# ---- block 1 ----
<file path="src/rtl/mtimer_pkg.sv">
// Shared definitions for the machine timer: register addresses, widths,
// reset constants and a word-select helper.
package mtimer_pkg;

  localparam int unsigned MTIME_W  = 64;
  localparam int unsigned WORD_W   = 32;
  localparam int unsigned PRESC_W  = 16;

  localparam logic [1:0] MTIME_LO    = 2'd0;
  localparam logic [1:0] MTIME_HI    = 2'd1;
  localparam logic [1:0] MTIMECMP_LO = 2'd2;
  localparam logic [1:0] MTIMECMP_HI = 2'd3;

  localparam logic [MTIME_W-1:0] MTIMECMP_RST = 64'hFFFF_FFFF_FFFF_FFFF;

  // Select the upper (hi=1) or lower (hi=0) 32-bit half of a 64-bit value.
  function automatic logic [WORD_W-1:0] word_of(input logic [MTIME_W-1:0] v,
                                                input logic hi);
    logic [WORD_W-1:0] w;
    if (hi) begin
      w = v[63:32];
    end else begin
      w = v[31:0];
    end
    return w;
  endfunction

endpackage

</file>
<file path="src/rtl/mtimer_prescaler.sv">
// Prescaler for mtime: counts 0..DIV-1 and flags tick while at DIV-1.
// clear forces the count back to 0 on the next edge and beats the wrap.
module mtimer_prescaler
  import mtimer_pkg::*;
#(
  parameter int unsigned DIV       = 1,
  parameter int unsigned BASE_TICK = 0
) (
  input  logic clk,
  input  logic reset,
  input  logic clear,
  output logic tick
);

  localparam logic [PRESC_W-1:0] LAST = PRESC_W'(DIV - 1);
  localparam logic [PRESC_W-1:0] INIT = PRESC_W'(BASE_TICK);

  logic [PRESC_W-1:0] r_cnt;
  logic [PRESC_W-1:0] w_cnt_nxt;
  logic               w_tick;

  assign w_tick = (r_cnt == LAST);
  assign tick   = w_tick;

  // Next count: clear wins, otherwise wrap on tick, otherwise advance.
  always_comb begin
    w_cnt_nxt = r_cnt;
    if (clear) begin
      w_cnt_nxt = '0;
    end else if (w_tick) begin
      w_cnt_nxt = '0;
    end else begin
      w_cnt_nxt = r_cnt + 16'd1;
    end
  end

  // Count register, reloaded with BASE_TICK on reset.
  always_ff @(posedge clk or posedge reset) begin
    if (reset) begin
      r_cnt <= INIT;
    end else begin
      r_cnt <= w_cnt_nxt;
    end
  end

endmodule

</file>
<file path="src/rtl/mtimer.sv">
// Machine timer (mtime / mtimecmp) with a 4-word bus port and a registered
// interrupt-pending output.
// Optional feature: define MTIMER_SNAPSHOT_EN to latch mtime[63:32] into a
// shadow register on every MTIME_LO read; MTIME_HI reads then return the
// shadow, giving a tear-free 64-bit read sequence (LO then HI).
module mtimer
  import mtimer_pkg::*;
#(
  parameter int unsigned DIV       = 1,
  parameter int unsigned BASE_TICK = 0
) (
  input  logic              clk,
  input  logic              reset,
  input  logic              req,
  input  logic              we,
  input  logic [1:0]        addr,
  input  logic [WORD_W-1:0] din,
  output logic [WORD_W-1:0] dout,
  output logic              ack,
  output logic              irq
);

  logic [MTIME_W-1:0] r_mtime;
  logic [MTIME_W-1:0] r_mtimecmp;
  logic [WORD_W-1:0]  r_dout;
  logic               r_ack;
  logic               r_irq;

  logic [MTIME_W-1:0] w_mtime_nxt;
  logic [MTIME_W-1:0] w_mtimecmp_nxt;
  logic [WORD_W-1:0]  w_rdata;
  logic               w_wr;
  logic               w_rd;
  logic               w_wr_mtime_lo;
  logic               w_wr_mtime_hi;
  logic               w_wr_cmp_lo;
  logic               w_wr_cmp_hi;
  logic               w_tick;

  assign w_wr          = req & we;
  assign w_rd          = req & ~we;
  assign w_wr_mtime_lo = w_wr & (addr == MTIME_LO);
  assign w_wr_mtime_hi = w_wr & (addr == MTIME_HI);
  assign w_wr_cmp_lo   = w_wr & (addr == MTIMECMP_LO);
  assign w_wr_cmp_hi   = w_wr & (addr == MTIMECMP_HI);

  mtimer_prescaler #(
    .DIV       (DIV),
    .BASE_TICK (BASE_TICK)
  ) u_prescaler (
    .clk   (clk),
    .reset (reset),
    .clear (w_wr_mtime_lo | w_wr_mtime_hi),
    .tick  (w_tick)
  );

`ifdef MTIMER_SNAPSHOT_EN
  logic [WORD_W-1:0] r_shadow;

  // Capture the high word whenever the low word is read.
  always_ff @(posedge clk or posedge reset) begin
    if (reset) begin
      r_shadow <= 32'd0;
    end else if (w_rd && (addr == MTIME_LO)) begin
      r_shadow <= word_of(r_mtime, 1'b1);
    end else begin
      r_shadow <= r_shadow;
    end
  end
`endif

  // mtime next value: a bus write to either half beats the tick, and the
  // other half keeps its pre-increment value; the 64-bit add carries in-cycle.
  always_comb begin
    w_mtime_nxt = r_mtime;
    if (w_wr_mtime_lo) begin
      w_mtime_nxt = {r_mtime[63:32], din};
    end else if (w_wr_mtime_hi) begin
      w_mtime_nxt = {din, r_mtime[31:0]};
    end else if (w_tick) begin
      w_mtime_nxt = r_mtime + 64'd1;
    end else begin
      w_mtime_nxt = r_mtime;
    end
  end

  // mtimecmp next value: only bus writes change it.
  always_comb begin
    w_mtimecmp_nxt = r_mtimecmp;
    if (w_wr_cmp_lo) begin
      w_mtimecmp_nxt = {r_mtimecmp[63:32], din};
    end else if (w_wr_cmp_hi) begin
      w_mtimecmp_nxt = {din, r_mtimecmp[31:0]};
    end else begin
      w_mtimecmp_nxt = r_mtimecmp;
    end
  end

  // Read mux over the four words, using values present at the req edge.
  always_comb begin
    w_rdata = 32'd0;
    case (addr)
      MTIME_LO:    w_rdata = word_of(r_mtime, 1'b0);
`ifdef MTIMER_SNAPSHOT_EN
      MTIME_HI:    w_rdata = r_shadow;
`else
      MTIME_HI:    w_rdata = word_of(r_mtime, 1'b1);
`endif
      MTIMECMP_LO: w_rdata = word_of(r_mtimecmp, 1'b0);
      MTIMECMP_HI: w_rdata = word_of(r_mtimecmp, 1'b1);
      default:     w_rdata = 32'd0;
    endcase
  end

  // Timer state, bus response and interrupt level registers.
  always_ff @(posedge clk or posedge reset) begin
    if (reset) begin
      r_mtime    <= '0;
      r_mtimecmp <= MTIMECMP_RST;
      r_ack      <= 1'b0;
      r_dout     <= 32'd0;
      r_irq      <= 1'b0;
    end else begin
      r_mtime    <= w_mtime_nxt;
      r_mtimecmp <= w_mtimecmp_nxt;
      r_ack      <= req;
      r_irq      <= (r_mtime >= r_mtimecmp);
      if (w_rd) begin
        r_dout <= w_rdata;
      end else if (w_wr) begin
        r_dout <= 32'd0;
      end else begin
        r_dout <= r_dout;
      end
    end
  end

  assign dout = r_dout;
  assign ack  = r_ack;
  assign irq  = r_irq;

endmodule

</file>
<file path="config.mk">
export PLATFORM = sky130hd
export DESIGN_NAME = mtimer
export DESIGN_NICKNAME = d
export VERILOG_FILES = /design/src/rtl/mtimer_pkg.sv /design/src/rtl/mtimer_prescaler.sv /design/src/rtl/mtimer.sv
export SDC_FILE = /design/constraint.sdc
export NUM_CORES = 1
export LEC_CHECK = 0
export ABC_AREA = 1
export CAP_MARGIN = 10
export CELL_PAD_IN_SITES_DETAIL_PLACEMENT = 1
export CELL_PAD_IN_SITES_GLOBAL_PLACEMENT = 1
export CORE_MARGIN = 8
export CORE_UTILIZATION = 39
export DETAILED_ROUTE_END_ITERATION = 16
export GPL_TIMING_DRIVEN = 0
export PLACE_DENSITY = 0.74
export RECOVER_POWER = 100
export SLEW_MARGIN = 20
export SYNTH_ARGS = -nofsm -noshare
export SYNTH_HDL_FRONTEND = slang
export SYNTH_SLANG_ARGS = --single-unit
</file>
<file path="constraint.sdc">
create_clock -name clk -period 7.5 [get_ports clk]
set_input_delay 1.875 -clock clk [delete_from_list [all_inputs] [get_ports clk]]
set_output_delay 1.875 -clock clk [all_outputs]
set_load 0.05 [all_outputs]
</file>
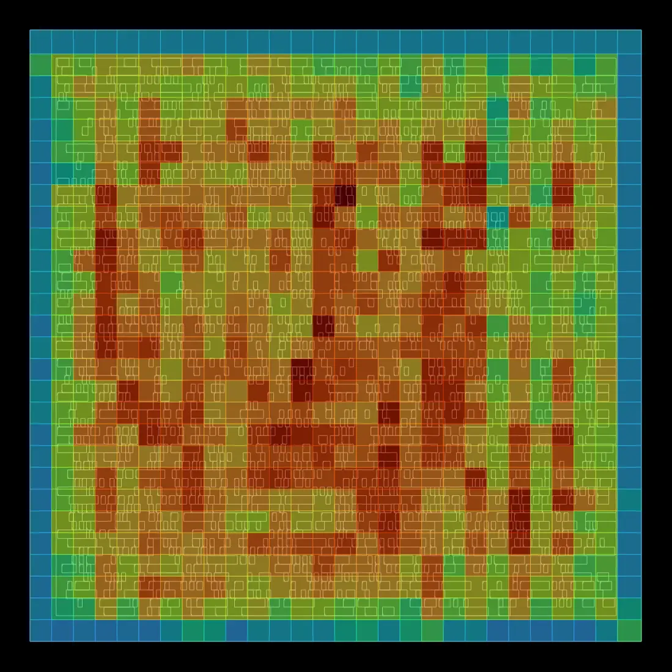
*Track usage over the die, block 1*
wire per inst: 23.7 um
met2 Use GR: 0.459
Finished Core Util: 0.450

==> reports/qor.csv <==
metric,value,unit
status,"complete, but fails checks",
violations,"capacitance limit, slew limit",
holdWs,0.478,ns
hold_viol,0,
vias,13000,
common_cells,"nand2_1 (563), inv_1 (236), nor2_1 (207), o21ai_0 (133), dfrtp_1 (114)",
max_freq,0.199,GHz
p_per_area,329,mW/mm2
arrival,4.87,ns
logic_area,0.00661,mm2
fp_util,0.393,
finalPower,4.65,mW
slew_viol_final,87,
synth.area.top_cells,"dfrtp_1 (23%), nand2_1 (17%), dfstp_2 (14%), inv_1 (7.2%), ha_1 (6.8%)",
drive_gt1_frac,0.0697,
syn_nets,1924,
core_area,0.0314,mm2
io_buffers,71,
h-tree-depth,4,
setup_violations,0,
holdBufCountCts,0,
ff_type,dfrtp_1,
worstHoldPathCells,2,
grt_pass1_vias,13300,
drc,0,
cap_viol_max_count,1,
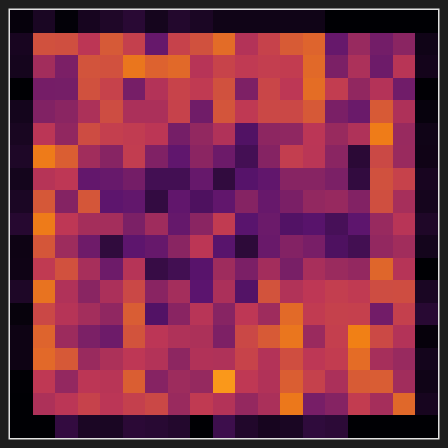
*Cell density map, block 1*
The die is cut into 19 by 19 equal tiles; black is low, pale yellow is high, 0 to 100% covered.
mean over tiles: 36%
fullest tile: 78%
tiles over 75% full: 0.30%

power breakdown:
part	switching (mW)	total, mW	leakage, nW	internal, mW
clock network	0.425	0.977	0.295	0.552
registers	0.422	1.69	2.12	1.26
logic	1.36	1.98	4.45	0.626
cell type report:
class	instances	share of cell area
Multi-Input combinational cell	1340	0.467
Sequential cell	178	0.321
Inverter	241	0.0641
Timing Repair Buffer	72	0.0522
Tap cell	402	0.0356
Clock buffer	24	0.0341
Buffer	60	0.0172
Clock inverter	8	0.00885
cells by family after synthesis:
family | Yosys count | synth area share
adder cells (fa/ha/maj) | 67 | 0.0679
AND/OR/NAND/NOR | 944 | 0.315
buffers and inverters | 301 | 0.0958
flip-flops | 178 | 0.367
AND-OR/OR-AND | 319 | 0.146
XOR/XNOR | 10 | 0.00710
routing by layer:
layer / track usage / vias to the layer above / routed length, um / part of all wire
met5: 0 / - / 12 / 0.00022
met4: 0.112 / 2 / 2050 / 0.037
met3: 0.0656 / 78 / 3400 / 0.062
met2: 0.459 / 374 / 24700 / 0.45
met1: 0.391 / 6479 / 25000 / 0.45
li1: - / 6073 / - / -

# ---- block 2 ----
<file path="config.mk">
export PLATFORM = sky130hd
export DESIGN_NAME = gf256_inverter
export DESIGN_NICKNAME = d
export VERILOG_FILES = /design/src/rtl/gf256_pkg.sv /design/src/rtl/gf256_mult.sv /design/src/rtl/gf256_inverter.sv
export SDC_FILE = /design/constraint.sdc
export NUM_CORES = 1
export LEC_CHECK = 0
export ABC_AREA = 1
export CORE_MARGIN = 10
export CORE_UTILIZATION = 30
export CTS_CLUSTER_SIZE = 30
export DETAILED_ROUTE_END_ITERATION = 6
export MAX_ROUTING_LAYER = met4
export PLACE_DENSITY = 0.54
export REMOVE_ABC_BUFFERS = 1
export SLEW_MARGIN = 25
export SYNTH_ARGS = -nofsm -noshare
export SYNTH_HDL_FRONTEND = slang
export SYNTH_SLANG_ARGS = --single-unit
</file>
<file path="constraint.sdc">
create_clock -name i_clk -period 8.3 [get_ports i_clk]
set_clock_uncertainty 0.05 [all_clocks]
set_input_delay 0.83 -clock i_clk [delete_from_list [all_inputs] [get_ports i_clk]]
set_output_delay 0.83 -clock i_clk [all_outputs]
set_load 0.005 [all_outputs]
</file>
<file path="src/rtl/gf256_pkg.sv">
// rtl/gf256_pkg.sv - shared GF(2^8) constants, FSM states and field arithmetic helpers
package gf256_pkg;

    localparam int         GF_W      = 8;
    localparam logic [7:0] GF_POLY   = 8'h1D;
    localparam int         INV_STEPS = 6;

    typedef enum logic [1:0] {
        IDLE,
        RUN,
        DONE
    } state_t;

    // Shift-and-add product; the reduction folds bit 8 back in through the low polynomial bits.
    function automatic logic [GF_W-1:0] gf_mul(input logic [GF_W-1:0] a,
                                               input logic [GF_W-1:0] b,
                                               input logic [GF_W-1:0] poly);
        logic [GF_W-1:0] p;
        logic [GF_W-1:0] aa;
        p  = '0;
        aa = a;
        for (int i = 0; i < GF_W; i++) begin
            if (b[i]) begin
                p = p ^ aa;
            end
            aa = {aa[GF_W-2:0], 1'b0} ^ (aa[GF_W-1] ? poly : '0);
        end
        return p;
    endfunction

    function automatic logic [GF_W-1:0] gf_sq(input logic [GF_W-1:0] a,
                                              input logic [GF_W-1:0] poly);
        return gf_mul(a, a, poly);
    endfunction

endpackage

</file>
<file path="src/rtl/gf256_mult.sv">
// rtl/gf256_mult.sv - combinational GF(2^8) multiplier, X = A * B mod field polynomial
module gf256_mult
    import gf256_pkg::GF_W;
    import gf256_pkg::gf_mul;
#(
    parameter logic [GF_W-1:0] GF_POLY = gf256_pkg::GF_POLY
) (
    input  logic [GF_W-1:0] A,
    input  logic [GF_W-1:0] B,
    output logic [GF_W-1:0] X
);

    assign X = gf_mul(A, B, GF_POLY);

endmodule

</file>
<file path="src/rtl/gf256_inverter.sv">
// rtl/gf256_inverter.sv - multi-cycle GF(2^8) inverse y = x^254 by repeated square-and-multiply
module gf256_inverter
    import gf256_pkg::GF_W;
    import gf256_pkg::INV_STEPS;
    import gf256_pkg::state_t;
    import gf256_pkg::IDLE;
    import gf256_pkg::RUN;
    import gf256_pkg::DONE;
    import gf256_pkg::gf_sq;
#(
    parameter logic [GF_W-1:0] GF_POLY = gf256_pkg::GF_POLY
) (
    input  logic            i_clk,
    input  logic            i_rst,
    input  logic            i_start,
    input  logic [GF_W-1:0] x,
    output logic [GF_W-1:0] y,
    output logic            o_ready
);

    state_t          state_q;
    logic [2:0]      step_q;
    logic [GF_W-1:0] xr_q;
    logic [GF_W-1:0] acc_q;
    logic [GF_W-1:0] y_q;
    logic            ready_q;

    logic [GF_W-1:0] acc_sq;
    logic [GF_W-1:0] acc_d;

    assign acc_sq = gf_sq(acc_q, GF_POLY);

    gf256_mult #(.GF_POLY(GF_POLY)) u_mult (
        .A (acc_sq),
        .B (xr_q),
        .X (acc_d)
    );

    // A new start wins over any state, so a restart silently drops the computation in flight.
    always_ff @(posedge i_clk) begin
        if (i_rst) begin
            state_q <= IDLE;
            step_q  <= '0;
            xr_q    <= '0;
            acc_q   <= '0;
            y_q     <= '0;
            ready_q <= 1'b0;
        end else begin
            ready_q <= 1'b0;
            if (i_start) begin
                xr_q    <= x;
                acc_q   <= x;
                step_q  <= '0;
                state_q <= RUN;
            end else begin
                case (state_q)
                    RUN: begin
                        // acc walks x^3, x^7, ... x^127; the final square yields x^254.
                        if (step_q == 3'(INV_STEPS)) begin
                            acc_q   <= acc_sq;
                            y_q     <= acc_sq;
                            ready_q <= 1'b1;
                            state_q <= DONE;
                        end else begin
                            acc_q  <= acc_d;
                            step_q <= step_q + 3'd1;
                        end
                    end
                    DONE:    state_q <= IDLE;
                    default: state_q <= IDLE;
                endcase
            end
        end
    end

    assign y       = y_q;
    assign o_ready = ready_q;

endmodule

</file>
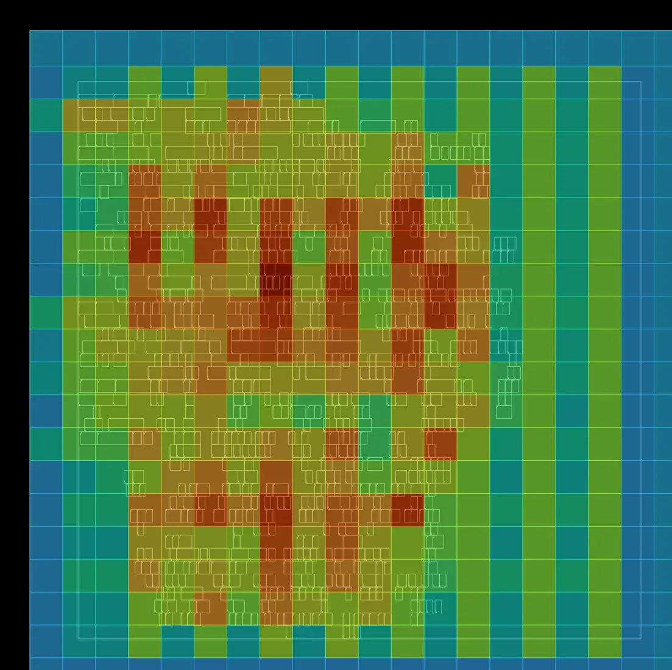
*Track usage over the die, block 2*
GRT met3 Usage: 0.0137
met2 Use GR: 0.228
GRT Max-Usage Layer: met2
met1 usage: 0.185
total track usage: 0.140

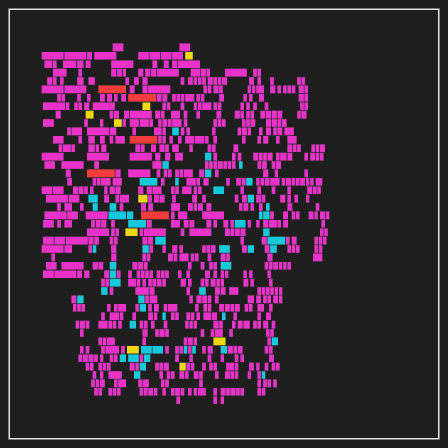
*Cell sizes after repair, block 2*
legend:
  magenta:
    size: _0 and _1 cells
    cells: 726
    share: 92%
  red:
    size: _6 and larger
    cells: 5
    share: 0.63%
  cyan:
    size: _2 cells
    cells: 52
    share: 6.6%
  yellow:
    size: _3 and _4 cells
    cells: 9
    share: 1.1%

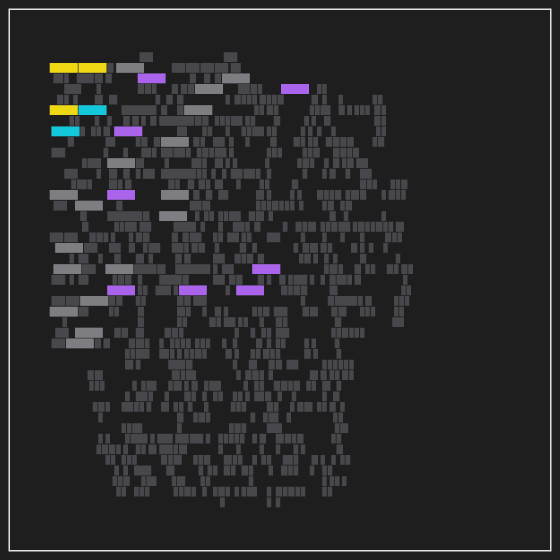
*Where the registers sit, block 2*
legend:
  cyan:
    signal: state_q
    sequential_cells: 2
  yellow:
    signal: step_q
    sequential_cells: 3
  purple:
    signal: acc_q
    sequential_cells: 8
not colored: 17

-- state kept, by name, indices dropped and copies added (netlist names) --
register and flops:
step_q 3, state_q 2, acc_q 8, o_ready 1, y 8, xr_q 8
-- metrics by stage --
step | std cells
after detailed placement | 964
after CTS | 972
after floorplan | 762
after global placement | 964
after global routing | 972
final | 972
-- cells by family (layout without fill, tap and decap cells) --
kind of cell / Yosys count / after routing / share of synthesized area
flops: 30 / 30 / 0.142
simple gates: 517 / 517 / 0.545
buf+inv: 131 / 137 / 0.130
fa+ha+maj: 5 / 5 / 0.0148
compound gates: 69 / 69 / 0.0899
xor+xnor: 34 / 34 / 0.0777
-- final timing paths --
check	slack, ns	endpoint	start	cells past startpoint
max	4.21	acc_q[2]	acc_q[7]	24
min	0.44	y[2]	y[2]	2
max reg2reg	4.21	acc_q[2]	acc_q[7]	24
min reg2reg	0.44	y[2]	y[2]	2
==> reports/qor.csv <==
metric,value,unit
status,"complete, no violations",
yosys_area,0.00422,mm2
wirelength,13.4,mm
h-tree-depth,2,
logic_area,0.00307,mm2
crit_top_cell,nand2_1,
fillers,1534,
ys_seq_frac,0.142,
firstDrtPassIters,5,
fp.dieH,139,um
holdBufCountCts,0,
hpwlAfterDp,10.4,mm
cts_tree,yes,
drt_iter0_drc,409,
yosysCellCount,786,
area_growth,10.4,%
num-nonclk-inverters,107,


==> screenshots <==
Placement by cell class.
shot_01.png
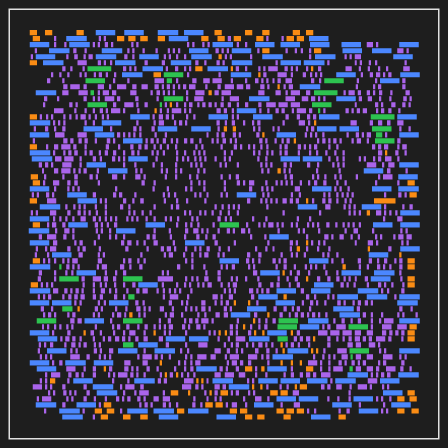
shot_02.png
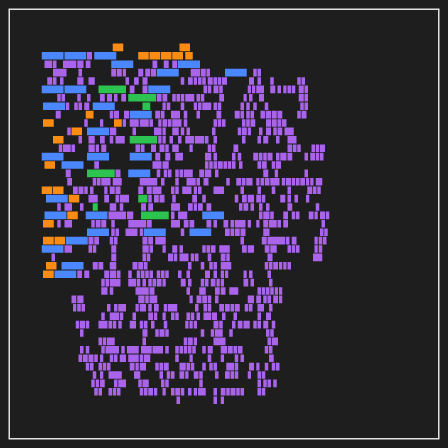
The one with the most cells is shot_01.png.
The one with the highest utilization is shot_01.png.
shot_01.png: block 1
shot_02.png: block 2

Key to shot_02.png:
legend:
  purple:
    class: combinational and other logic
    cells: 732
    share_of_their_area: 78%
  green:
    class: clock drivers and dummy loads
    cells: 8
    share_of_their_area: 3.3%
  blue:
    class: sequential cells
    cells: 30
    share_of_their_area: 14%
  orange:
    class: remaining buffers and delay cells
    cells: 22
    share_of_their_area: 4.8%

Power is estimated from default activity; no workload was simulated.
